# block 1

$ cat config.mk
export PLATFORM = sky130hd
export DESIGN_NAME = key_event_ctrl
export DESIGN_NICKNAME = d
export VERILOG_FILES = /design/src/rtl/key_evt_pkg.sv /design/src/rtl/key_hold_timer.sv /design/src/rtl/key_event_ctrl.sv
export SDC_FILE = /design/constraint.sdc
export NUM_CORES = 1
export LEC_CHECK = 0
export CAP_MARGIN = 20
export CORE_ASPECT_RATIO = 1.2
export CORE_UTILIZATION = 38
export CTS_BUF_LIST = sky130_fd_sc_hd__clkbuf_16
export DETAILED_ROUTE_END_ITERATION = 10
export PLACE_DENSITY = 0.51
export SLEW_MARGIN = 15
export SYNTH_ARGS = -nofsm -noshare
export SYNTH_HDL_FRONTEND = slang
export SYNTH_SLANG_ARGS = --single-unit
$ cat constraint.sdc
create_clock -name clk -period 5 [get_ports clk]
set_clock_uncertainty 0.15 [all_clocks]
set_input_delay 0.5 -clock clk [delete_from_list [all_inputs] [get_ports clk]]
set_output_delay 0.5 -clock clk [all_outputs]
set_load 0.1 [all_outputs]
$ cat src/rtl/key_evt_pkg.sv
// Shared event codes and FSM state encoding for the key event controller.
package key_evt_pkg;

  localparam logic [1:0] EV_SHORT  = 2'd0;
  localparam logic [1:0] EV_LONG   = 2'd1;
  localparam logic [1:0] EV_REPEAT = 2'd2;

  typedef enum logic [1:0] {
    S_IDLE    = 2'd0,
    S_PRESSED = 2'd1,
    S_HELD    = 2'd2
  } state_t;

endpackage

$ cat src/rtl/key_hold_timer.sv
// Hold timer for the owned key: counts while enabled, clear has priority, saturates at all-ones.
module key_hold_timer #(
  parameter int              CNT_W      = 25,
  parameter logic [CNT_W-1:0] LONG_CNT   = 25'd25_000_000,
  parameter logic [CNT_W-1:0] REPEAT_CNT = 25'd10_000_000
) (
  input  logic clk,
  input  logic rst_n,
  input  logic clr,
  input  logic en,
  output logic long_hit,
  output logic rep_hit
);

  localparam logic [CNT_W-1:0] LONG_TC = LONG_CNT - 1'b1;
  localparam logic [CNT_W-1:0] REP_TC  = REPEAT_CNT - 1'b1;

  logic [CNT_W-1:0] cnt_q;

  always_ff @(posedge clk or negedge rst_n) begin
    if (!rst_n) begin
      cnt_q <= '0;
    end else if (clr) begin
      cnt_q <= '0;
    end else if (en && (cnt_q != '1)) begin
      cnt_q <= cnt_q + 1'b1;
    end
  end

  assign long_hit = (cnt_q == LONG_TC);
  assign rep_hit  = (cnt_q == REP_TC);

endmodule

$ cat src/rtl/key_event_ctrl.sv
// Key arbiter/classifier: owns one debounced key at a time and emits SHORT/LONG/REPEAT events.
// Build option: define KEY_REPEAT_EN to emit REPEAT events while a long press is held.
//
// state     | meaning
// S_IDLE    | no key owned, waiting for a press edge
// S_PRESSED | key owned, timing towards long press
// S_HELD    | long press emitted, waiting for release (repeating if enabled)
module key_event_ctrl
  import key_evt_pkg::*;
#(
  parameter int               N_KEYS     = 4,
  parameter int               KEY_W      = 2,
  parameter int               CNT_W      = 25,
  parameter logic [CNT_W-1:0] LONG_CNT   = 25'd25_000_000,
  parameter logic [CNT_W-1:0] REPEAT_CNT = 25'd10_000_000
) (
  input  logic              clk,
  input  logic              rst_n,
  input  logic [N_KEYS-1:0] key_n,
  output logic              ev_valid,
  output logic [KEY_W-1:0]  ev_key,
  output logic [1:0]        ev_type,
  input  logic              ev_ready,
  output logic              ev_drop,
  output logic              busy
);

`ifdef KEY_REPEAT_EN
  localparam bit REP_EN = 1'b1;
`else
  localparam bit REP_EN = 1'b0;
`endif

  state_t            state_q, state_d;
  logic [KEY_W-1:0]  own_q, own_d;
  logic [N_KEYS-1:0] key_d;
  logic [N_KEYS-1:0] press_edge;
  logic [KEY_W-1:0]  sel_key;
  logic              own_rel;
  logic              emit;
  logic [1:0]        emit_type;
  logic              tim_clr, tim_en;
  logic              long_hit, rep_hit;

  assign press_edge = key_d & ~key_n;
  assign own_rel    = key_n[own_q];
  assign busy       = (state_q != S_IDLE);

  // Descending scan so the lowest-index edge wins.
  always_comb begin
    sel_key = '0;
    for (int i = N_KEYS - 1; i >= 0; i--) begin
      if (press_edge[i]) sel_key = i[KEY_W-1:0];
    end
  end

  key_hold_timer #(
    .CNT_W      (CNT_W),
    .LONG_CNT   (LONG_CNT),
    .REPEAT_CNT (REPEAT_CNT)
  ) u_timer (
    .clk      (clk),
    .rst_n    (rst_n),
    .clr      (tim_clr),
    .en       (tim_en),
    .long_hit (long_hit),
    .rep_hit  (rep_hit)
  );

  always_ff @(posedge clk or negedge rst_n) begin
    if (!rst_n) begin
      state_q <= S_IDLE;
      own_q   <= '0;
      key_d   <= '1;
    end else begin
      state_q <= state_d;
      own_q   <= own_d;
      key_d   <= key_n;
    end
  end

  always_comb begin
    state_d = state_q;
    own_d   = own_q;
    case (state_q)
      S_IDLE: begin
        if (|press_edge) begin
          own_d   = sel_key;
          state_d = S_PRESSED;
        end
      end
      S_PRESSED: begin
        if (own_rel)       state_d = S_IDLE;
        else if (long_hit) state_d = S_HELD;
      end
      S_HELD: begin
        if (own_rel) state_d = S_IDLE;
      end
      default: state_d = S_IDLE;
    endcase
  end

  // Release is checked ahead of the terminal counts.
  always_comb begin
    emit      = 1'b0;
    emit_type = EV_SHORT;
    tim_clr   = 1'b0;
    tim_en    = 1'b0;
    case (state_q)
      S_IDLE: tim_clr = 1'b1;
      S_PRESSED: begin
        if (own_rel) begin
          emit      = 1'b1;
          emit_type = EV_SHORT;
        end else if (long_hit) begin
          emit      = 1'b1;
          emit_type = EV_LONG;
          tim_clr   = 1'b1;
        end else begin
          tim_en = 1'b1;
        end
      end
      S_HELD: begin
        if (!own_rel && REP_EN) begin
          if (rep_hit) begin
            emit      = 1'b1;
            emit_type = EV_REPEAT;
            tim_clr   = 1'b1;
          end else begin
            tim_en = 1'b1;
          end
        end
      end
      default: tim_clr = 1'b1;
    endcase
  end

  // A pending, unaccepted event is never overwritten; the newcomer is reported as dropped.
  always_ff @(posedge clk or negedge rst_n) begin
    if (!rst_n) begin
      ev_valid <= 1'b0;
      ev_key   <= '0;
      ev_type  <= EV_SHORT;
      ev_drop  <= 1'b0;
    end else begin
      ev_drop <= 1'b0;
      if (emit) begin
        if (!ev_valid || ev_ready) begin
          ev_valid <= 1'b1;
          ev_key   <= own_q;
          ev_type  <= emit_type;
        end else begin
          ev_drop <= 1'b1;
        end
      end else if (ev_valid && ev_ready) begin
        ev_valid <= 1'b0;
      end
    end
  end

endmodule

Fig. 1: block 1, cell density map
The bar under the picture is 20 um long. The die is cut into 7 by 8 equal tiles; black is low, pale yellow is high, 0 to 100% covered.
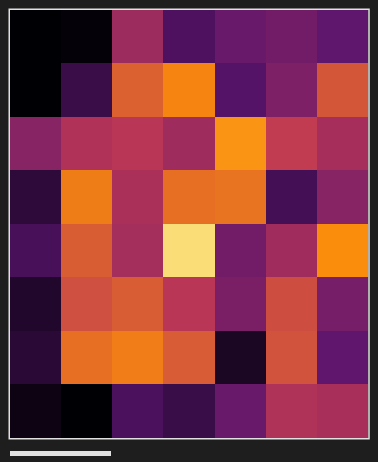
5.4% of the tiles are over 75% full. The fullest tile reaches 93%. The mean over all tiles is 39%.
Finished Core Util: 0.4527
Initial Util: 0.4011
core footprint: 5406 sq um

Fig. 2: block 1, met1 routing
The bar under the picture is 20 um long.
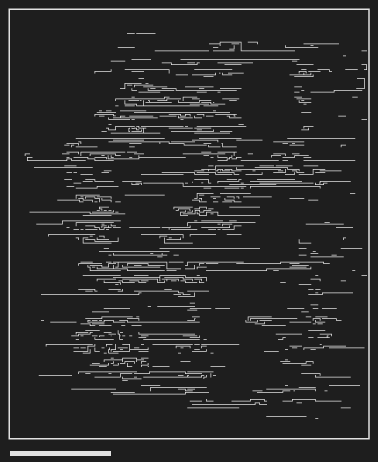
The layer holds 42% of the routed length. The wires run mostly horizontal. 221 nets have wire on it. The layer carries 2210 um of wire.

==> notes.md <==
Physical implementation status

The run finished, with violations left. The final reports fail on DRC. Measured against its own limit, the worst slew margin works out to 0.3533. The post-synthesis compound-gate area fraction stands at 0.1662. The length of the first detailed-routing pass in iterations stands at 7. The average vias per placed instance stands at between 6 and 7. The worst path needs around 2700 ps of the cycle, external delays included. For reference, the mux area share after synthesis is 0.04039. The post-detailed-routing wire length stands at around 5300 um. The register with the most flip-flops in the layout has 25 of them. The floorplan step set the die width to slightly above 70 um.

The critical path's slowest stage uses the library cell sky130_fd_sc_hd__o211a_1. The number of nets with antenna violations after detailed routing stands at 0. The script parses the final routing iteration and logs DRC violations as 1.

The post-CTS setup repair buffer count stands at 0. CTS placed an instance of sky130_fd_sc_hd__clkbuf_16 at the clock tree root. The static leakage stands at 0.9980 nW. The synthesis report names the predominant flop master as sky130_fd_sc_hd__dfrtp_1. After routing, the total negative slack on setup checks comes to 0 ps. Of the total power, registers draw 0.330. The total number of sequential cells stands at 38. The critical path ends at u_timer.cnt_q[19]. The most common logic cell in the final layout is sky130_fd_sc_hd__dfrtp_1. The internal portion of the total power is 0.0006698 W. The total global routing track utilization stands at 0.1889. In the synthesized netlist, the number of instances is around 230.

The highest cell delay on the worst timing path stands at about 510 ps. The final report lists the setup-violating endpoint count as 0. According to the timing report, the data required time at the worst endpoint equals between 5000 and 6000 ps. The area taken by multi-input logic gates stands at around 1100 sq um.

# block 2

Fig. 3: block 2, routed metal per tile
The bar under the picture is 20 um long. The die is cut into 17 by 17 equal tiles; black is low, pale yellow is high, scaled to the fullest tile. Values are wire area over tile area, all layers added.
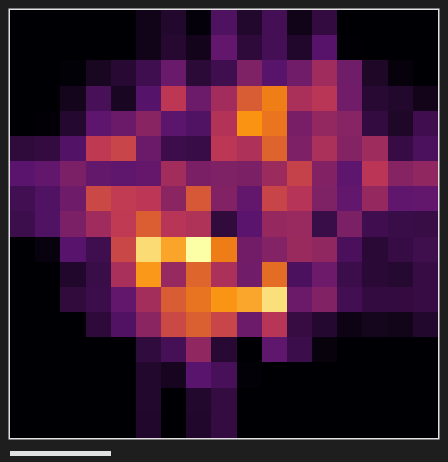
--- src/rtl/implication_monitor_if.sv ---
// Bundle of stimulus and result signals for implication_monitor.
// The master side drives the observed signals and reads the verdicts. The slave side is the monitor.
interface implication_monitor_if #(
  parameter int NUM_PROPS = 2,
  parameter int CNT_WIDTH = 8,
  parameter int CYC_WIDTH = 16
);
  localparam int ID_W = (NUM_PROPS > 1) ? $clog2(NUM_PROPS) : 1;

  logic                 enable;
  logic                 clear;
  logic [NUM_PROPS-1:0] ante;
  logic [NUM_PROPS-1:0] cons;
  logic [NUM_PROPS-1:0] fail_pulse;
  logic                 fail_sticky;
  logic [CNT_WIDTH-1:0] fail_count;
  logic [ID_W-1:0]      first_fail_id;
  logic [CYC_WIDTH-1:0] first_fail_cycle;
  logic [CYC_WIDTH-1:0] cycle_count;

  modport master (
    output enable, clear, ante, cons,
    input  fail_pulse, fail_sticky, fail_count, first_fail_id, first_fail_cycle, cycle_count
  );

  modport slave (
    input  enable, clear, ante, cons,
    output fail_pulse, fail_sticky, fail_count, first_fail_id, first_fail_cycle, cycle_count
  );
endinterface

--- src/rtl/implication_monitor.sv ---
// Hardware checker for "ante[p] |-> ##DELAY cons[p]".
// It keeps one pending pipe per property and shares the violation counter and first-failure capture.
module implication_monitor_lane #(
  parameter int DELAY = 1
) (
  input  logic CLK,
  input  logic RESET,
  input  logic clear,
  input  logic enable,
  input  logic ante,
  input  logic cons,
  output logic viol
);
  logic [DELAY-1:0] pend_q, pend_d;

  always_comb begin
    pend_d = '0;
    if (!clear) begin
      pend_d[0] = ante & enable;
      for (int i = 1; i < DELAY; i++) pend_d[i] = pend_q[i-1];
    end
  end

  always_ff @(posedge CLK) begin
    if (RESET) pend_q <= '0;
    else       pend_q <= pend_d;
  end

  // cons is checked regardless of enable, so checks already in flight always complete
  assign viol = pend_q[DELAY-1] & ~cons;
endmodule

module implication_monitor #(
  parameter int NUM_PROPS = 2,
  parameter int DELAY     = 1,
  parameter int CNT_WIDTH = 8,
  parameter int CYC_WIDTH = 16
) (
  input  logic                  CLK,
  input  logic                  RESET,
  implication_monitor_if.slave  mon
);
  localparam int ID_W  = (NUM_PROPS > 1) ? $clog2(NUM_PROPS) : 1;
  localparam int SUM_W = CNT_WIDTH + $clog2(NUM_PROPS) + 1;
  localparam logic [SUM_W-1:0] CNT_MAX = {{(SUM_W-CNT_WIDTH){1'b0}}, {CNT_WIDTH{1'b1}}};

  logic                 clear_w, enable_w;
  logic [NUM_PROPS-1:0] ante_w, cons_w, viol;

  assign clear_w  = mon.clear;
  assign enable_w = mon.enable;
  assign ante_w   = mon.ante;
  assign cons_w   = mon.cons;

  implication_monitor_lane #(.DELAY(DELAY)) u_lane [NUM_PROPS-1:0] (
    .CLK    (CLK),
    .RESET  (RESET),
    .clear  (clear_w),
    .enable (enable_w),
    .ante   (ante_w),
    .cons   (cons_w),
    .viol   (viol)
  );

  logic [NUM_PROPS-1:0] fail_pulse_q, fail_pulse_d;
  logic                 fail_sticky_q, fail_sticky_d;
  logic [CNT_WIDTH-1:0] fail_count_q, fail_count_d;
  logic [ID_W-1:0]      first_fail_id_q, first_fail_id_d;
  logic [CYC_WIDTH-1:0] first_fail_cycle_q, first_fail_cycle_d;
  logic [CYC_WIDTH-1:0] cycle_count_q, cycle_count_d;

  logic [SUM_W-1:0]     viol_pop, count_sum;
  logic [ID_W-1:0]      low_id;

  always_comb begin
    viol_pop = '0;
    low_id   = '0;
    for (int i = 0; i < NUM_PROPS; i++) viol_pop = viol_pop + SUM_W'(viol[i]);
    // Descending scan leaves the lowest set index in low_id
    for (int i = NUM_PROPS - 1; i >= 0; i--) if (viol[i]) low_id = ID_W'(i);
    count_sum = {{(SUM_W-CNT_WIDTH){1'b0}}, fail_count_q} + viol_pop;
  end

  always_comb begin
    fail_pulse_d       = viol;
    fail_count_d       = (count_sum > CNT_MAX) ? {CNT_WIDTH{1'b1}} : count_sum[CNT_WIDTH-1:0];
    fail_sticky_d      = fail_sticky_q;
    first_fail_id_d    = first_fail_id_q;
    first_fail_cycle_d = first_fail_cycle_q;
    cycle_count_d      = (&cycle_count_q) ? cycle_count_q : cycle_count_q + CYC_WIDTH'(1);
    if (|viol && !fail_sticky_q) begin
      fail_sticky_d      = 1'b1;
      first_fail_id_d    = low_id;
      first_fail_cycle_d = cycle_count_q;
    end
    // Soft clear acts exactly like reset, and it drops any violation checked in the same cycle
    if (clear_w) begin
      fail_pulse_d       = '0;
      fail_count_d       = '0;
      fail_sticky_d      = 1'b0;
      first_fail_id_d    = '0;
      first_fail_cycle_d = '0;
      cycle_count_d      = '0;
    end
  end

  always_ff @(posedge CLK) begin
    if (RESET) begin
      fail_pulse_q       <= '0;
      fail_count_q       <= '0;
      fail_sticky_q      <= 1'b0;
      first_fail_id_q    <= '0;
      first_fail_cycle_q <= '0;
      cycle_count_q      <= '0;
    end else begin
      fail_pulse_q       <= fail_pulse_d;
      fail_count_q       <= fail_count_d;
      fail_sticky_q      <= fail_sticky_d;
      first_fail_id_q    <= first_fail_id_d;
      first_fail_cycle_q <= first_fail_cycle_d;
      cycle_count_q      <= cycle_count_d;
    end
  end

  assign mon.fail_pulse       = fail_pulse_q;
  assign mon.fail_sticky      = fail_sticky_q;
  assign mon.fail_count       = fail_count_q;
  assign mon.first_fail_id    = first_fail_id_q;
  assign mon.first_fail_cycle = first_fail_cycle_q;
  assign mon.cycle_count      = cycle_count_q;
endmodule

--- src/flat_wrapper.sv ---
// flat-port wrapper written by rule: the top's interface ports become plain ports
module implication_monitor_flat 
#(
  parameter int NUM_PROPS = 2,
  parameter int DELAY     = 1,
  parameter int CNT_WIDTH = 8,
  parameter int CYC_WIDTH = 16
)
  (CLK, RESET, mon_enable, mon_clear, mon_ante, mon_cons, mon_fail_pulse, mon_fail_sticky, mon_fail_count, mon_first_fail_id, mon_first_fail_cycle, mon_cycle_count);
  implication_monitor_if #(.NUM_PROPS(NUM_PROPS), .CNT_WIDTH(CNT_WIDTH), .CYC_WIDTH(CYC_WIDTH)) mon_i ();
  input  logic CLK;
  input  logic RESET;
  input wire logic [$bits(mon_i.enable)-1:0] mon_enable;
  input wire logic [$bits(mon_i.clear)-1:0] mon_clear;
  input wire logic [$bits(mon_i.ante)-1:0] mon_ante;
  input wire logic [$bits(mon_i.cons)-1:0] mon_cons;
  output wire logic [$bits(mon_i.fail_pulse)-1:0] mon_fail_pulse;
  output wire logic [$bits(mon_i.fail_sticky)-1:0] mon_fail_sticky;
  output wire logic [$bits(mon_i.fail_count)-1:0] mon_fail_count;
  output wire logic [$bits(mon_i.first_fail_id)-1:0] mon_first_fail_id;
  output wire logic [$bits(mon_i.first_fail_cycle)-1:0] mon_first_fail_cycle;
  output wire logic [$bits(mon_i.cycle_count)-1:0] mon_cycle_count;
  assign mon_i.enable = mon_enable;
  assign mon_i.clear = mon_clear;
  assign mon_i.ante = mon_ante;
  assign mon_i.cons = mon_cons;
  assign mon_fail_pulse = mon_i.fail_pulse;
  assign mon_fail_sticky = mon_i.fail_sticky;
  assign mon_fail_count = mon_i.fail_count;
  assign mon_first_fail_id = mon_i.first_fail_id;
  assign mon_first_fail_cycle = mon_i.first_fail_cycle;
  assign mon_cycle_count = mon_i.cycle_count;
  implication_monitor #(.NUM_PROPS(NUM_PROPS), .DELAY(DELAY), .CNT_WIDTH(CNT_WIDTH), .CYC_WIDTH(CYC_WIDTH)) u_core (.CLK(CLK), .RESET(RESET), .mon(mon_i));
endmodule
--- config.mk ---
export PLATFORM = sky130hd
export DESIGN_NAME = implication_monitor_flat
export DESIGN_NICKNAME = d
export VERILOG_FILES = /design/src/rtl/implication_monitor_if.sv /design/src/rtl/implication_monitor.sv /design/src/flat_wrapper.sv
export SDC_FILE = /design/constraint.sdc
export NUM_CORES = 1
export LEC_CHECK = 0
export ABC_AREA = 1
export CAP_MARGIN = 20
export CORE_MARGIN = 8
export CORE_UTILIZATION = 44
export CTS_CLUSTER_SIZE = 25
export DETAILED_ROUTE_END_ITERATION = 10
export PLACE_DENSITY = 0.84
export SKIP_CTS_REPAIR_TIMING = 1
export SYNTH_ARGS = -nofsm -noshare
export SYNTH_HDL_FRONTEND = slang
export SYNTH_HIERARCHICAL = 1
export SYNTH_SLANG_ARGS = --single-unit
--- constraint.sdc ---
create_clock -name CLK -period 1.7 [get_ports CLK]
set_input_delay 0.17 -clock CLK [delete_from_list [all_inputs] [get_ports CLK]]
set_output_delay 0.17 -clock CLK [all_outputs]
set_load 0.005 [all_outputs]
==> notes.md <==
Physical implementation status

The post-synthesis compound-gate area fraction stands at 0.1430. For met2 alone, demand over resource in global routing was 0.2527. The headroom to the max-slew limit stands at 0.7715. The non-clock inverter total of the final layout stands at about 56.

For this run the top cell type by instance count after synthesis was sky130_fd_sc_hd__inv_1. The detailed placer reported the number of placed instances as about 400. Setup slack on the critical path of the routed design comes to 22.34 ps. Walking the critical path from launch to capture passes 11 cell instances. The number of global-route vias before repair came to slightly below 2000. Note that the worst hold path type here is input port to flip-flop. The detailed router reports a met2 wire length of around 2700 um. The finished layout reports a core utilization of 0.6219. Power comes to 0.001872 W. The layout report lists the multi-input gate area as roughly 950 sq um. TritonCTS built the clock tree. The flow ran to the end, and the final reports show no timing, DRC or antenna violations. The tree is rooted in a sky130_fd_sc_hd__clkbuf_8. Data arrives at the worst endpoint at 1920 ps.
## Picture notes: Fig. 3
The fullest tile reaches 0.58. The mean over all tiles is 0.12. 30% of the tiles are nearly empty. The densest ninth of the die: middle. 10% of the tiles are over half the peak.
global routing usage summed across all routing layers: 0.1503
final wirelength: 5373 um
via count: 2055


# block 3

`config.mk`:
```
export PLATFORM = sky130hd
export DESIGN_NAME = memory_auto_player
export DESIGN_NICKNAME = d
export VERILOG_FILES = /design/src/rtl/memory_game_pkg.sv /design/src/rtl/auto_player_seq_buf.sv /design/src/rtl/memory_auto_player.sv
export SDC_FILE = /design/constraint.sdc
export NUM_CORES = 1
export LEC_CHECK = 0
export ABC_CLOCK_PERIOD_IN_PS = 2900
export CAP_MARGIN = 20
export CORE_MARGIN = 2
export CORE_UTILIZATION = 30
export CTS_BUF_LIST = sky130_fd_sc_hd__clkbuf_4 sky130_fd_sc_hd__clkbuf_8 sky130_fd_sc_hd__clkbuf_16
export DETAILED_ROUTE_END_ITERATION = 8
export SYNTH_ARGS = -nofsm -noshare
export SYNTH_HDL_FRONTEND = slang
export SYNTH_HIERARCHICAL = 1
export SYNTH_SLANG_ARGS = --single-unit
```
`constraint.sdc`:
```
create_clock -name clock -period 2.9 [get_ports clock]
set_clock_uncertainty 0.2 [all_clocks]
set_input_delay 0.58 -clock clock [delete_from_list [all_inputs] [get_ports clock]]
set_output_delay 0.58 -clock clock [all_outputs]
set_load 0.01 [all_outputs]
```
`src/rtl/memory_game_pkg.sv`:
```
`default_nettype none
// ============================================================================
// Module   : memory_game_pkg
// Purpose  : Types and constants shared by the memory tester game and its
//            automatic player.
// Contents : DIGIT_W              - width of one displayed digit
//            auto_player_state_t  - auto player state encoding
// Revision : 1.0 - initial release
// ============================================================================
package memory_game_pkg;

    localparam int DIGIT_W = 4;

    typedef enum logic [2:0] {
        IDLE    = 3'd0,
        CAPTURE = 3'd1,
        SETUP   = 3'd2,
        PUNCH   = 3'd3,
        GAP     = 3'd4,
        DONE    = 3'd5
    } auto_player_state_t;

endpackage
`default_nettype wire

```
`src/rtl/auto_player_seq_buf.sv`:
```
`default_nettype none
// ============================================================================
// Module   : auto_player_seq_buf
// Purpose  : DEPTH x DIGIT_W register file holding the captured digit
//            sequence. The data array has no reset; the owner of the write
//            and read indices resets those instead.
// Ports    : clock   in   rising-edge clock
//            wr_en   in   write strobe
//            wr_idx  in   write index
//            wr_data in   digit to store
//            rd_idx  in   read index
//            rd_data out  combinational read of entry rd_idx
// Revision : 1.0 - initial release
// ============================================================================
module auto_player_seq_buf
    import memory_game_pkg::*;
#(
    parameter int DEPTH = 16,
    parameter int AW    = $clog2(DEPTH)
) (
    input  logic               clock,
    input  logic               wr_en,
    input  logic [AW-1:0]      wr_idx,
    input  logic [DIGIT_W-1:0] wr_data,
    input  logic [AW-1:0]      rd_idx,
    output logic [DIGIT_W-1:0] rd_data
);

    logic [DIGIT_W-1:0] r_mem [DEPTH];

    always_ff @(posedge clock) begin
        if (wr_en) begin
            r_mem[wr_idx] <= wr_data;
        end
    end

    assign rd_data = r_mem[rd_idx];

endmodule
`default_nettype wire

```
`src/rtl/memory_auto_player.sv`:
```
`default_nettype none
// ============================================================================
// Module   : memory_auto_player
// Purpose  : Watches the game's flash display, stores each flashed digit and,
//            once the display has stayed blank long enough, replays the
//            sequence on the answer inputs with a set-up / punch / gap cadence.
// Ports    : clock          in   rising-edge clock
//            rst            in   asynchronous active-low reset
//            start          in   one-cycle pulse, arms capture for a level
//            flash_num      in   game display, 0 = blank
//            win, loose     in   game result, aborts to DONE
//            toggle_answer  out  answer value presented to the game
//            punch_button   out  one-cycle answer strobe
//            busy           out  capturing or replaying
//            done           out  replay finished or aborted
//            overflow       out  sticky, more than DEPTH digits flashed
//            captured_count out  number of digits stored (saturates)
// Revision : 1.0 - initial release
// ============================================================================
module memory_auto_player
    import memory_game_pkg::*;
#(
    parameter int DEPTH        = 16,
    parameter int IDLE_CYCLES  = 64,
    parameter int SETUP_CYCLES = 1,
    parameter int GAP_CYCLES   = 1
) (
    input  logic                     clock,
    input  logic                     rst,
    input  logic                     start,
    input  logic [DIGIT_W-1:0]       flash_num,
    input  logic                     win,
    input  logic                     loose,
    output logic [DIGIT_W-1:0]       toggle_answer,
    output logic                     punch_button,
    output logic                     busy,
    output logic                     done,
    output logic                     overflow,
    output logic [$clog2(DEPTH):0]   captured_count
);

    localparam int AW     = $clog2(DEPTH);
    localparam int CW     = AW + 1;
    localparam int IW     = $clog2(IDLE_CYCLES + 1);
    localparam int PMAX   = (SETUP_CYCLES > GAP_CYCLES) ? SETUP_CYCLES : GAP_CYCLES;
    localparam int PW     = $clog2(PMAX + 1);

    localparam logic [CW-1:0] C_DEPTH      = CW'(DEPTH);
    localparam logic [IW-1:0] C_IDLE       = IW'(IDLE_CYCLES);
    localparam logic [PW-1:0] C_SETUP_LAST = PW'(SETUP_CYCLES - 1);
    localparam logic [PW-1:0] C_GAP_LAST   = PW'(GAP_CYCLES - 1);

    auto_player_state_t r_state, w_state_nxt;

    logic [DIGIT_W-1:0] r_prev;
    logic [AW-1:0]      r_rd_idx, w_rd_nxt, w_rd_sel;
    logic [IW-1:0]      r_idle_cnt, w_idle_nxt;
    logic [PW-1:0]      r_phase_cnt, w_phase_nxt;
    logic [CW-1:0]      w_count_nxt;
    logic [DIGIT_W-1:0] w_toggle_nxt, w_rd_data;
    logic               w_ovf_nxt, w_punch_nxt, w_wr_en;
    logic               w_event, w_abort, w_busy_nxt, w_done_nxt;

    // A digit is captured only on its first displayed cycle.
    assign w_event = (flash_num != '0) && (r_prev == '0);
    assign w_abort = win | loose;

    // toggle_answer is only loaded on SETUP entry: from CAPTURE that is
    // entry 0, from GAP it is the entry after the current one.
    assign w_rd_sel = (r_state == GAP) ? (r_rd_idx + AW'(1)) : '0;

    auto_player_seq_buf #(
        .DEPTH (DEPTH),
        .AW    (AW)
    ) u_buf (
        .clock   (clock),
        .wr_en   (w_wr_en),
        .wr_idx  (captured_count[AW-1:0]),
        .wr_data (flash_num),
        .rd_idx  (w_rd_sel),
        .rd_data (w_rd_data)
    );

    always_comb begin
        w_state_nxt  = r_state;
        w_count_nxt  = captured_count;
        w_ovf_nxt    = overflow;
        w_rd_nxt     = r_rd_idx;
        w_idle_nxt   = r_idle_cnt;
        w_phase_nxt  = r_phase_cnt;
        w_toggle_nxt = toggle_answer;
        w_punch_nxt  = 1'b0;
        w_wr_en      = 1'b0;
        case (r_state)
            IDLE, DONE: begin
                if (start) begin
                    w_state_nxt  = CAPTURE;
                    w_count_nxt  = '0;
                    w_ovf_nxt    = 1'b0;
                    w_rd_nxt     = '0;
                    w_idle_nxt   = '0;
                    w_toggle_nxt = '0;
                end
            end
            CAPTURE: begin
                if (w_abort) begin
                    w_state_nxt = DONE;
                end else begin
                    if (w_event) begin
                        if (captured_count < C_DEPTH) begin
                            w_wr_en     = 1'b1;
                            w_count_nxt = captured_count + CW'(1);
                        end else begin
                            w_ovf_nxt = 1'b1;
                        end
                    end
                    if (flash_num != '0) begin
                        w_idle_nxt = '0;
                    end else if (captured_count != '0) begin
                        w_idle_nxt = r_idle_cnt + IW'(1);
                        if (w_idle_nxt == C_IDLE) begin
                            w_state_nxt  = SETUP;
                            w_rd_nxt     = '0;
                            w_phase_nxt  = '0;
                            w_toggle_nxt = w_rd_data;
                        end
                    end
                end
            end
            SETUP: begin
                if (w_abort) begin
                    w_state_nxt = DONE;
                end else if (r_phase_cnt == C_SETUP_LAST) begin
                    w_state_nxt = PUNCH;
                    w_punch_nxt = 1'b1;
                    w_phase_nxt = '0;
                end else begin
                    w_phase_nxt = r_phase_cnt + PW'(1);
                end
            end
            PUNCH: begin
                if (w_abort) begin
                    w_state_nxt = DONE;
                end else begin
                    w_state_nxt = GAP;
                    w_phase_nxt = '0;
                end
            end
            GAP: begin
                if (w_abort) begin
                    w_state_nxt = DONE;
                end else if (r_phase_cnt == C_GAP_LAST) begin
                    if ({1'b0, r_rd_idx} == (captured_count - CW'(1))) begin
                        w_state_nxt = DONE;
                    end else begin
                        w_state_nxt  = SETUP;
                        w_rd_nxt     = w_rd_sel;
                        w_phase_nxt  = '0;
                        w_toggle_nxt = w_rd_data;
                    end
                end else begin
                    w_phase_nxt = r_phase_cnt + PW'(1);
                end
            end
            default: begin
                w_state_nxt = IDLE;
            end
        endcase
    end

    assign w_busy_nxt = (w_state_nxt == CAPTURE) || (w_state_nxt == SETUP) ||
                        (w_state_nxt == PUNCH)   || (w_state_nxt == GAP);
    assign w_done_nxt = (w_state_nxt == DONE);

    always_ff @(posedge clock or negedge rst) begin
        if (!rst) begin
            r_state <= IDLE;
        end else begin
            r_state <= w_state_nxt;
        end
    end

    always_ff @(posedge clock or negedge rst) begin
        if (!rst) begin
            r_prev         <= '0;
            r_rd_idx       <= '0;
            r_idle_cnt     <= '0;
            r_phase_cnt    <= '0;
            captured_count <= '0;
            overflow       <= 1'b0;
            toggle_answer  <= '0;
            punch_button   <= 1'b0;
            busy           <= 1'b0;
            done           <= 1'b0;
        end else begin
            r_prev         <= flash_num;
            r_rd_idx       <= w_rd_nxt;
            r_idle_cnt     <= w_idle_nxt;
            r_phase_cnt    <= w_phase_nxt;
            captured_count <= w_count_nxt;
            overflow       <= w_ovf_nxt;
            toggle_answer  <= w_toggle_nxt;
            punch_button   <= w_punch_nxt;
            busy           <= w_busy_nxt;
            done           <= w_done_nxt;
        end
    end

endmodule
`default_nettype wire

```
Fig. 4: block 3, met1 routing
The bar under the picture is 20 um long.
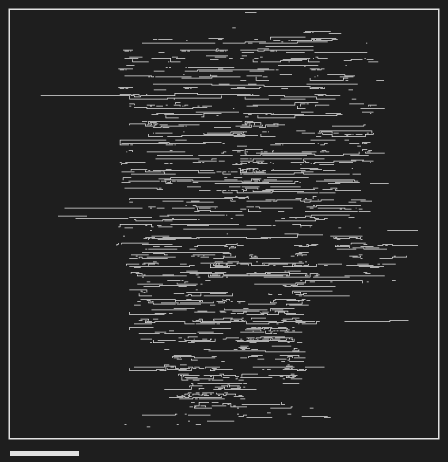
The layer holds 47% of the routed length. The wires run mostly horizontal. 358 nets have wire on it.
final wirelength: 9068 um
via count: 2691
GRT met1 Usage: 0.1609

==> notes.md <==
Physical implementation status

In this run the full chip footprint comes out at ~15000 sq um. For this sky-water flow run, the detailed-routed wirelength per cell is reported as between 15 and 20 um. Setup repair after global routing left no endpoint under its margin.

The flow ran to the end, and the final reports show no timing, DRC or antenna violations. Sorting the synthesized cells by how often they occur yields 64 x sky130_fd_sc_hd__edfxtp_1, 35 x sky130_fd_sc_hd__nor2_1, 31 x sky130_fd_sc_hd__dfrtp_1, 24 x sky130_fd_sc_hd__nand2_1, 16 x sky130_fd_sc_hd__nand3_1. The first detailed-routing pass ran for 4 iterations. The routed wire length on met3 stands at roughly 330 um.

For this design the ratio of total power to cell area is a little under 600 nW/um^2. The layout summary lists the proportion of cells stronger than drive strength 1 as 0.1779. In this run the worst setup path terminates at r_rd_idx[3]. Per the CTS log, the buffer count on the longest clock path is 2. The worst hold path depth stands at 1.

The multi-input logic cell count stands at around 190. The critical path starts at captured_count[1]. The synthesized design spends more area on one cell type than any other, namely sky130_fd_sc_hd__edfxtp_1. The post-synthesis cell count from yosys stands at between 300 and 400.

The area fraction in full adders, half adders and majority gates stands at 0.01440. The global router reports that the layer with the highest usage is met2. The final total negative setup slack stands at 0 ps. The number of global-route vias before repair was ~2800. Summed over all combinational cells, the power is around 0.00033 W. Registers take ~2700 sq um. The top fanout value on the critical path stands at 5.

The number of nets in the layout stands at 380. Across every metal layer, demand over resource in global routing totals 0.1221. The global-route wire length before repair stands at around 15000 um. The number of different library cells in the post-synthesis netlist stands at about 50. The estimated wirelength of the detail-placed design stands at approximately 6200 um. The first routing iteration left roughly 170 violations. The root buffer cell chosen for the clock tree is sky130_fd_sc_hd__clkbuf_16.

# block 4

Fig. 5: block 4, routing congestion
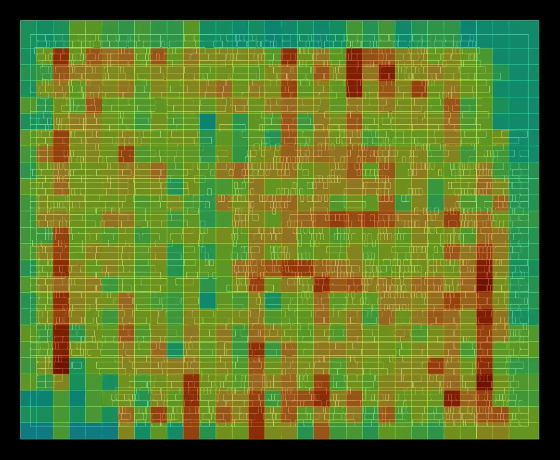
Fig. 6: block 4, met1 routing
The bar under the picture is 50 um long.
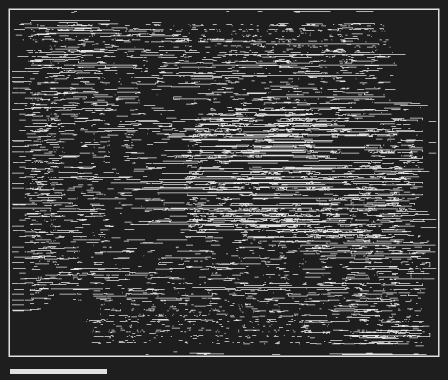
Fig. 7: block 4, routed metal per tile
The bar under the picture is 50 um long. The die is cut into 22 by 18 equal tiles; black is low, pale yellow is high, scaled to the fullest tile. Values are wire area over tile area, all layers added.
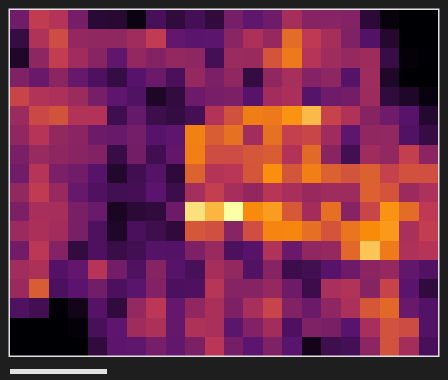
<file path="config.mk">
export PLATFORM = sky130hd
export DESIGN_NAME = csa_tree_pipe
export DESIGN_NICKNAME = d
export VERILOG_FILES = /design/src/rtl/csa_tree_pipe.sv
export SDC_FILE = /design/constraint.sdc
export NUM_CORES = 1
export LEC_CHECK = 0
export ABC_AREA = 1
export CAP_MARGIN = 15
export CORE_ASPECT_RATIO = 0.8
export CORE_MARGIN = 4
export CORE_UTILIZATION = 50
export DETAILED_ROUTE_END_ITERATION = 10
export PLACE_DENSITY = 0.78
export SLEW_MARGIN = 20
export SYNTH_ARGS = -nofsm -noshare
export SYNTH_HDL_FRONTEND = slang
export SYNTH_SLANG_ARGS = --single-unit
</file>
<file path="constraint.sdc">
create_clock -name clk -period 8.82 [get_ports clk]
set_clock_uncertainty 0.05 [all_clocks]
set_input_delay 0.882 -clock clk [delete_from_list [all_inputs] [get_ports clk]]
set_output_delay 0.882 -clock clk [all_outputs]
set_load 0.05 [all_outputs]
</file>
<file path="src/rtl/csa_tree_pipe.sv">
// Pipelined multi-operand adder: 3:2 carry-save layers feeding a registered carry-propagate adder.
// Define CSA_TREE_PIPE_ACC_EN to add the acc_clr port and turn the output stage into an accumulator.
module csa_tree_pipe #(
  parameter int unsigned SIZE_I    = 32,
  parameter int unsigned DEPTH     = 10,
  parameter int unsigned SIZE_O    = SIZE_I + $clog2(DEPTH),
  parameter int unsigned REG_EVERY = 2
) (
  input  logic              clk,
  input  logic              reset,
  input  logic              in_valid,
  output logic              in_ready,
  input  logic [SIZE_I-1:0] A [0:DEPTH-1],
`ifdef CSA_TREE_PIPE_ACC_EN
  input  logic              acc_clr,
`endif
  output logic              out_valid,
  input  logic              out_ready,
  output logic [SIZE_O-1:0] out_sum
);

  typedef logic [SIZE_O-1:0] word_t;

  function automatic int unsigned next_cnt(input int unsigned n);
    return 2 * (n / 3) + n % 3;
  endfunction

  // Operand count present at level k (level 0 = the zero-extended inputs).
  function automatic int unsigned level_cnt(input int unsigned k);
    int unsigned n;
    n = DEPTH;
    for (int unsigned i = 0; i < k; i++) n = next_cnt(n);
    return n;
  endfunction

  function automatic int unsigned calc_layers();
    int unsigned n;
    int unsigned l;
    n = DEPTH;
    l = 0;
    for (int unsigned i = 0; i < DEPTH; i++) begin
      if (n > 2) begin
        n = next_cnt(n);
        l++;
      end
    end
    return l;
  endfunction

  localparam int unsigned L    = calc_layers();
  localparam int unsigned NREG = (L == 0) ? 0 : (L - 1) / REG_EVERY;

  logic  adv;
  logic  out_valid_q;
  word_t out_sum_q;
  word_t tree_sum;
  word_t sum_d;
  logic  last_vld;
`ifdef CSA_TREE_PIPE_ACC_EN
  logic  last_clr;
`endif

  assign adv      = ~out_valid_q | out_ready;
  assign in_ready = adv;

  // Level k holds the operands after k CSA layers, taken after the stage register if one exists.
  for (genvar k = 0; k <= L; k++) begin : g_lvl
    localparam int unsigned N = level_cnt(k);
    word_t v [N];

    if (k == 0) begin : g_src
      for (genvar j = 0; j < N; j++) begin : g_ext
        assign v[j] = SIZE_O'(A[j]);
      end
    end else begin : g_csa
      localparam int unsigned NP = level_cnt(k - 1);
      word_t c [N];

      for (genvar t = 0; t < NP / 3; t++) begin : g_fa
        word_t x, y, z;
        assign x          = g_lvl[k-1].v[3*t];
        assign y          = g_lvl[k-1].v[3*t+1];
        assign z          = g_lvl[k-1].v[3*t+2];
        assign c[2*t]     = x ^ y ^ z;
        // Carry word shifted up one place; the bit leaving the top is dropped (mod 2^SIZE_O).
        assign c[2*t+1]   = ((x & y) | (x & z) | (y & z)) << 1;
      end

      for (genvar t = 0; t < NP % 3; t++) begin : g_pass
        assign c[2*(NP/3)+t] = g_lvl[k-1].v[3*(NP/3)+t];
      end

      if ((k % REG_EVERY) == 0 && k < L) begin : g_reg
        word_t v_q [N];
        always_ff @(posedge clk) begin
          if (adv) v_q <= c;
        end
        assign v = v_q;
      end else begin : g_comb
        assign v = c;
      end
    end
  end

  assign tree_sum = g_lvl[L].v[0] + g_lvl[L].v[1];

  // Per-stage valid (and acc_clr) bits shift in lockstep with the data registers.
  if (NREG == 0) begin : g_nopipe
    assign last_vld = in_valid;
`ifdef CSA_TREE_PIPE_ACC_EN
    assign last_clr = acc_clr;
`endif
  end else begin : g_pipe
    logic [NREG-1:0] vld_q;
    logic [NREG-1:0] vld_d;

    assign vld_d    = (vld_q << 1) | NREG'(in_valid);
    assign last_vld = vld_q[NREG-1];

    always_ff @(posedge clk) begin
      if (reset) begin
        vld_q <= '0;
      end else if (adv) begin
        vld_q <= vld_d;
      end
    end

`ifdef CSA_TREE_PIPE_ACC_EN
    logic [NREG-1:0] clr_q;
    logic [NREG-1:0] clr_d;

    assign clr_d    = (clr_q << 1) | NREG'(acc_clr);
    assign last_clr = clr_q[NREG-1];

    always_ff @(posedge clk) begin
      if (adv) clr_q <= clr_d;
    end
`endif
  end

  always_comb begin
`ifdef CSA_TREE_PIPE_ACC_EN
    sum_d = (last_clr ? '0 : out_sum_q) + tree_sum;
`else
    sum_d = tree_sum;
`endif
  end

  // Bubbles clear out_valid but leave out_sum (and the accumulator) untouched.
  always_ff @(posedge clk) begin
    if (reset) begin
      out_valid_q <= 1'b0;
      out_sum_q   <= '0;
    end else if (adv) begin
      out_valid_q <= last_vld;
      if (last_vld) out_sum_q <= sum_d;
    end
  end

  assign out_valid = out_valid_q;
  assign out_sum   = out_sum_q;

endmodule

</file>
==> notes.md <==
Physical implementation status

The post-route total power stands at 0.007373 W. The worst setup path is captured at an output port. The worst-skew pair later-pin latency stands at between 500 and 600 ps.

By area the synthesized netlist is led by sky130_fd_sc_hd__edfxtp_1 44%, sky130_fd_sc_hd__fa_1 28%, sky130_fd_sc_hd__inv_1 8.9%. The worst register-to-register path begins at out_valid. The layout report gives the multi-input gate share of total cell area as 0.3327. Ranked by total area, the top cell class in this layout is sequential cells.

After clock tree synthesis, the setup repair step added 0 buffers. In this run the standard cell core region covers 35030 sq um. The sequential portion of the cell area stands at 0.3741.

The critical path data arrival time stands at approximately 2900 ps. Among the non-sequential cells, adder cells take the most area. The average vias per placed instance stands at ~4.7. The design has 300 sequential cells. The flow ran to the end, and the final reports show no timing, DRC or antenna violations. The final layout report lists a filler cell count of around 2600. The headroom to the max-slew limit stands at 0.3420.
About Fig. 5:
met2 track demand over resource in global routing: 0.3262
Finished Core Util: 0.6577
GR Util met3: 0.03817
drt wl/cell: 16.16 um
global routing usage summed across all routing layers: 0.2004

About Fig. 6:
The layer holds 43% of the routed length. The longest straight run is 74.3 um. 2341 nets have wire on it. The layer carries 16600 um of wire. The wires run mostly horizontal.
via count: 11050
final wirelength: 38190 um
GRT met1 Usage: 0.2889

About Fig. 7:
The fullest tile reaches 0.44. 20% of the tiles are over half the peak. The mean over all tiles is 0.16. 4.5% of the tiles are nearly empty.


# block 5

Fig. 8: block 5, routing congestion
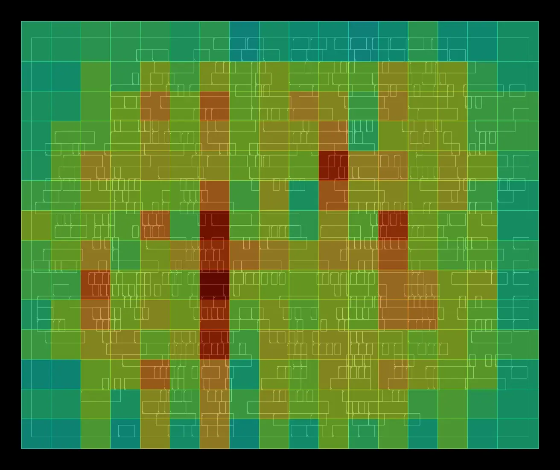
Fig. 9: block 5, routed metal per tile
The bar under the picture is 20 um long. The die is cut into 24 by 20 equal tiles; black is low, pale yellow is high, scaled to the fullest tile. Values are wire area over tile area, all layers added.
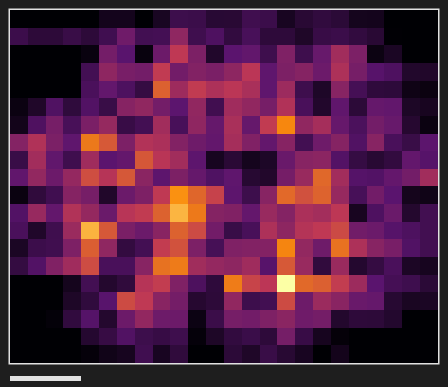
Fig. 10: block 5, met1 routing
The bar under the picture is 20 um long.
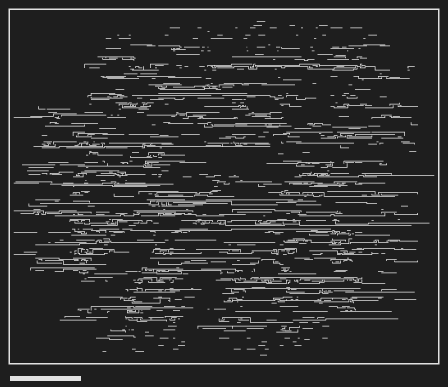
## src/rtl/ldr_sdram_writer_if.sv

```systemverilog
// ldr_sdram_writer_if
//   Bundles the ROM-image loader handshake and the SDRAM arbiter write port
//   seen by ldr_sdram_writer.
//   Loader side : ldr_aen, ldr_addr[19:0], ldr_wdat[7:0], ldr_wr -> ldr_ack
//   Memory side : mem_req, mem_addr[ADDR_W-1:0], mem_wdat[15:0], mem_be[1:0] <- mem_ack
//   Status      : busy
//   master : the environment (loader initiator + SDRAM arbiter)
//   slave  : the writer itself
interface ldr_sdram_writer_if #(
    parameter int unsigned ADDR_W = 24
);
    logic              ldr_aen;
    logic [19:0]       ldr_addr;
    logic [7:0]        ldr_wdat;
    logic              ldr_wr;
    logic              ldr_ack;
    logic              mem_req;
    logic [ADDR_W-1:0] mem_addr;
    logic [15:0]       mem_wdat;
    logic [1:0]        mem_be;
    logic              mem_ack;
    logic              busy;

    modport master (
        output ldr_aen, ldr_addr, ldr_wdat, ldr_wr, mem_ack,
        input  ldr_ack, mem_req, mem_addr, mem_wdat, mem_be, busy
    );

    modport slave (
        input  ldr_aen, ldr_addr, ldr_wdat, ldr_wr, mem_ack,
        output ldr_ack, mem_req, mem_addr, mem_wdat, mem_be, busy
    );
endinterface

```

## src/rtl/ldr_sdram_writer.sv

```systemverilog
// ldr_sdram_writer
//   Responder end of the ROM-image loader handshake. Accepts one byte per
//   ldr_wr request, packs big-endian byte pairs into 16-bit words and writes
//   them to the SDRAM arbiter at BASE_ADDR + byte offset / 2.
//   clk_sys : system clock, rising edge
//   reset   : asynchronous, active-high
//   bus     : loader handshake + SDRAM write port + busy (slave modport)
module ldr_sdram_writer #(
    parameter int unsigned          ADDR_W    = 24,
    parameter logic [ADDR_W-1:0]    BASE_ADDR = ADDR_W'(24'h780000)
) (
    input  logic               clk_sys,
    input  logic               reset,
    ldr_sdram_writer_if.slave  bus
);

    typedef enum logic [2:0] {
        IDLE,
        WRITE,
        FLUSH,
        ACK,
        RELEASE
    } state_t;

    state_t            state_q, state_d;
    logic              pv_q, pv_d;
    logic [ADDR_W-1:0] pw_q, pw_d;
    logic [7:0]        pd_q, pd_d;
    logic [ADDR_W-1:0] mem_addr_q, mem_addr_d;
    logic [15:0]       mem_wdat_q, mem_wdat_d;
    logic [1:0]        mem_be_q, mem_be_d;

    logic [ADDR_W-1:0] word_addr;

    assign word_addr = BASE_ADDR + ADDR_W'(bus.ldr_addr[19:1]);

    always_ff @(posedge clk_sys or posedge reset) begin
        if (reset) begin
            state_q    <= IDLE;
            pv_q       <= 1'b0;
            pw_q       <= '0;
            pd_q       <= '0;
            mem_addr_q <= '0;
            mem_wdat_q <= '0;
            mem_be_q   <= '0;
        end else begin
            state_q    <= state_d;
            pv_q       <= pv_d;
            pw_q       <= pw_d;
            pd_q       <= pd_d;
            mem_addr_q <= mem_addr_d;
            mem_wdat_q <= mem_wdat_d;
            mem_be_q   <= mem_be_d;
        end
    end

    always_comb begin
        state_d    = state_q;
        pv_d       = pv_q;
        pw_d       = pw_q;
        pd_d       = pd_q;
        mem_addr_d = mem_addr_q;
        mem_wdat_d = mem_wdat_q;
        mem_be_d   = mem_be_q;

        unique case (state_q)
            IDLE: begin
                if (bus.ldr_aen && bus.ldr_wr) begin
                    if (!bus.ldr_addr[0]) begin
                        if (!pv_q) begin
                            pd_d    = bus.ldr_wdat;
                            pw_d    = word_addr;
                            pv_d    = 1'b1;
                            state_d = ACK;
                        end else begin
                            // Orphaned even byte goes out first; ldr_wr is
                            // still high so the new byte is retried from IDLE.
                            mem_addr_d = pw_q;
                            mem_wdat_d = {pd_q, 8'h00};
                            mem_be_d   = 2'b10;
                            state_d    = FLUSH;
                        end
                    end else begin
                        if (pv_q && (pw_q == word_addr)) begin
                            mem_addr_d = word_addr;
                            mem_wdat_d = {pd_q, bus.ldr_wdat};
                            mem_be_d   = 2'b11;
                            pv_d       = 1'b0;
                            state_d    = WRITE;
                        end else if (pv_q) begin
                            mem_addr_d = pw_q;
                            mem_wdat_d = {pd_q, 8'h00};
                            mem_be_d   = 2'b10;
                            state_d    = FLUSH;
                        end else begin
                            mem_addr_d = word_addr;
                            mem_wdat_d = {8'h00, bus.ldr_wdat};
                            mem_be_d   = 2'b01;
                            state_d    = WRITE;
                        end
                    end
                end else if (!bus.ldr_aen && pv_q) begin
                    // End of image with a half-filled word: write it, no ack.
                    mem_addr_d = pw_q;
                    mem_wdat_d = {pd_q, 8'h00};
                    mem_be_d   = 2'b10;
                    state_d    = FLUSH;
                end
            end
            WRITE: begin
                if (bus.mem_ack) state_d = ACK;
            end
            FLUSH: begin
                if (bus.mem_ack) begin
                    pv_d    = 1'b0;
                    state_d = IDLE;
                end
            end
            ACK: begin
                state_d = RELEASE;
            end
            RELEASE: begin
                // Hold off until the initiator drops ldr_wr so a lingering
                // request is never consumed twice.
                if (!bus.ldr_wr) state_d = IDLE;
            end
            default: begin
                state_d = IDLE;
            end
        endcase
    end

    assign bus.mem_req  = (state_q == WRITE) || (state_q == FLUSH);
    assign bus.mem_addr = mem_addr_q;
    assign bus.mem_wdat = mem_wdat_q;
    assign bus.mem_be   = mem_be_q;
    assign bus.ldr_ack  = (state_q == ACK);
    assign bus.busy     = (state_q != IDLE) || pv_q;

endmodule
```

## src/flat_wrapper.sv

```systemverilog
// flat-port wrapper written by rule: the top's interface ports become plain ports
module ldr_sdram_writer_flat 
#(
    parameter int unsigned          ADDR_W    = 24,
    parameter logic [ADDR_W-1:0]    BASE_ADDR = ADDR_W'(24'h780000)
)
  (clk_sys, reset, bus_ldr_aen, bus_ldr_addr, bus_ldr_wdat, bus_ldr_wr, bus_mem_ack, bus_ldr_ack, bus_mem_req, bus_mem_addr, bus_mem_wdat, bus_mem_be, bus_busy);
  ldr_sdram_writer_if #(.ADDR_W(ADDR_W)) bus_i ();
  input  logic clk_sys;
  input  logic reset;
  input wire logic [$bits(bus_i.ldr_aen)-1:0] bus_ldr_aen;
  input wire logic [$bits(bus_i.ldr_addr)-1:0] bus_ldr_addr;
  input wire logic [$bits(bus_i.ldr_wdat)-1:0] bus_ldr_wdat;
  input wire logic [$bits(bus_i.ldr_wr)-1:0] bus_ldr_wr;
  input wire logic [$bits(bus_i.mem_ack)-1:0] bus_mem_ack;
  output wire logic [$bits(bus_i.ldr_ack)-1:0] bus_ldr_ack;
  output wire logic [$bits(bus_i.mem_req)-1:0] bus_mem_req;
  output wire logic [$bits(bus_i.mem_addr)-1:0] bus_mem_addr;
  output wire logic [$bits(bus_i.mem_wdat)-1:0] bus_mem_wdat;
  output wire logic [$bits(bus_i.mem_be)-1:0] bus_mem_be;
  output wire logic [$bits(bus_i.busy)-1:0] bus_busy;
  assign bus_i.ldr_aen = bus_ldr_aen;
  assign bus_i.ldr_addr = bus_ldr_addr;
  assign bus_i.ldr_wdat = bus_ldr_wdat;
  assign bus_i.ldr_wr = bus_ldr_wr;
  assign bus_i.mem_ack = bus_mem_ack;
  assign bus_ldr_ack = bus_i.ldr_ack;
  assign bus_mem_req = bus_i.mem_req;
  assign bus_mem_addr = bus_i.mem_addr;
  assign bus_mem_wdat = bus_i.mem_wdat;
  assign bus_mem_be = bus_i.mem_be;
  assign bus_busy = bus_i.busy;
  ldr_sdram_writer #(.ADDR_W(ADDR_W), .BASE_ADDR(BASE_ADDR)) u_core (.clk_sys(clk_sys), .reset(reset), .bus(bus_i));
endmodule
```

## config.mk

```make
export PLATFORM = sky130hd
export DESIGN_NAME = ldr_sdram_writer_flat
export DESIGN_NICKNAME = d
export VERILOG_FILES = /design/src/rtl/ldr_sdram_writer_if.sv /design/src/rtl/ldr_sdram_writer.sv /design/src/flat_wrapper.sv
export SDC_FILE = /design/constraint.sdc
export NUM_CORES = 1
export LEC_CHECK = 0
export ABC_AREA = 1
export CORE_AREA = 2 2 118 97
export DETAILED_ROUTE_END_ITERATION = 6
export DIE_AREA = 0 0 120 99
export PLACE_DENSITY_LB_ADDON = 0.1
export SYNTH_ARGS = -nofsm -noshare
export SYNTH_HDL_FRONTEND = slang
export SYNTH_SLANG_ARGS = --single-unit
export TNS_END_PERCENT = 10
```

## constraint.sdc

```tcl
create_clock -name clk_sys -period 3.4 [get_ports clk_sys]
set_input_delay 0.85 -clock clk_sys [delete_from_list [all_inputs] [get_ports clk_sys]]
set_output_delay 0.85 -clock clk_sys [all_outputs]
set_load 0.01 [all_outputs]
```

==> notes.md <==
Physical implementation status

The synthesis-to-layout area growth stands at 33.65%. The register area stands at slightly below 2000 sq um. The multi-input gate share of total cell area stands at 0.2812. The layer flagged by global routing as most heavily used is met2.

The worst setup path is launched from an input port. The power report attributes to the sequential group a share of 0.374. In this run the cell area of the synthesized design comes to approximately 3700 sq um. Setup total negative slack on the finished layout was measured at 0 ps. Summed over all routing layers, the global router reports a total usage of 0.1669. In this run the worst setup path begins at bus_ldr_addr[16]. The run finished with clean final reports.

The worst path meets setup with ~800 ps of slack. TritonCTS built the clock tree. The placement report lists the number of port buffers as about 77. The internal power contribution stands at 0.002627 W. The XOR/XNOR share of the synthesized area stands at 0.002372. Looking at the max-slew report, the worst-margin pin has a slew of roughly 840 ps.
## Picture notes: Fig. 8
GRT met1 Usage: 0.2252
Finished Core Util: 0.4622

## Picture notes: Fig. 9
10% of the tiles are over half the peak. 13% of the tiles are nearly empty. The emptiest ninth of the die: top left. The mean over all tiles is 0.12.

## Picture notes: Fig. 10
The layer carries 4460 um of wire. The layer holds 49% of the routed length. 521 nets have wire on it. The wires run mostly horizontal. The longest straight run is 37.7 um.
final wirelength: 9090 um
via count: 3189



==> screenshots <==
Routing congestion.
picture 1
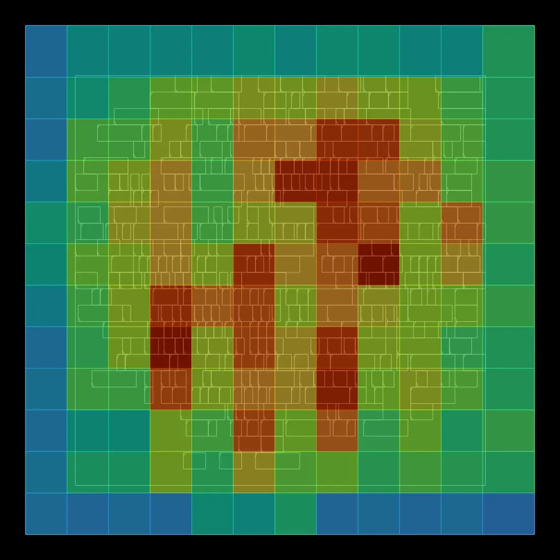
picture 2
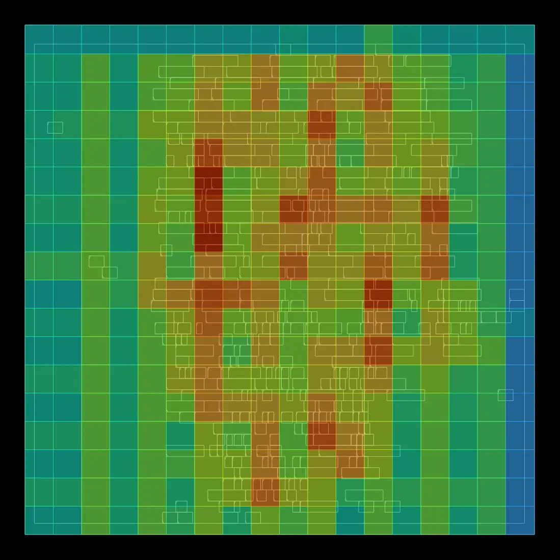
picture 3
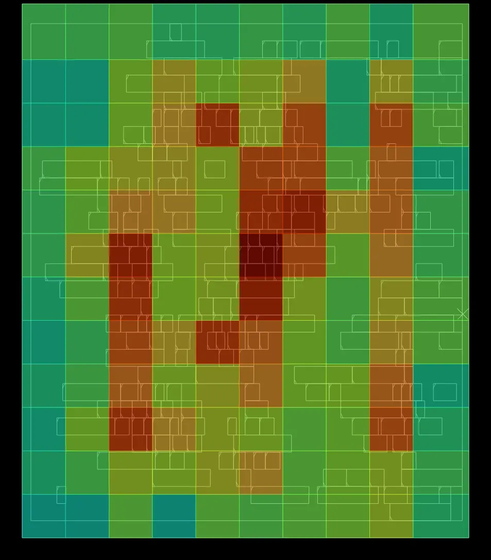
The one with the highest utilization is picture 1.
The one with the least wire per cell is picture 1.
Picture 3 comes from block 1.
Picture 1 comes from block 2.
Picture 2 comes from block 3.

Power figures rest on the tool's default switching activity, not on a simulated workload.
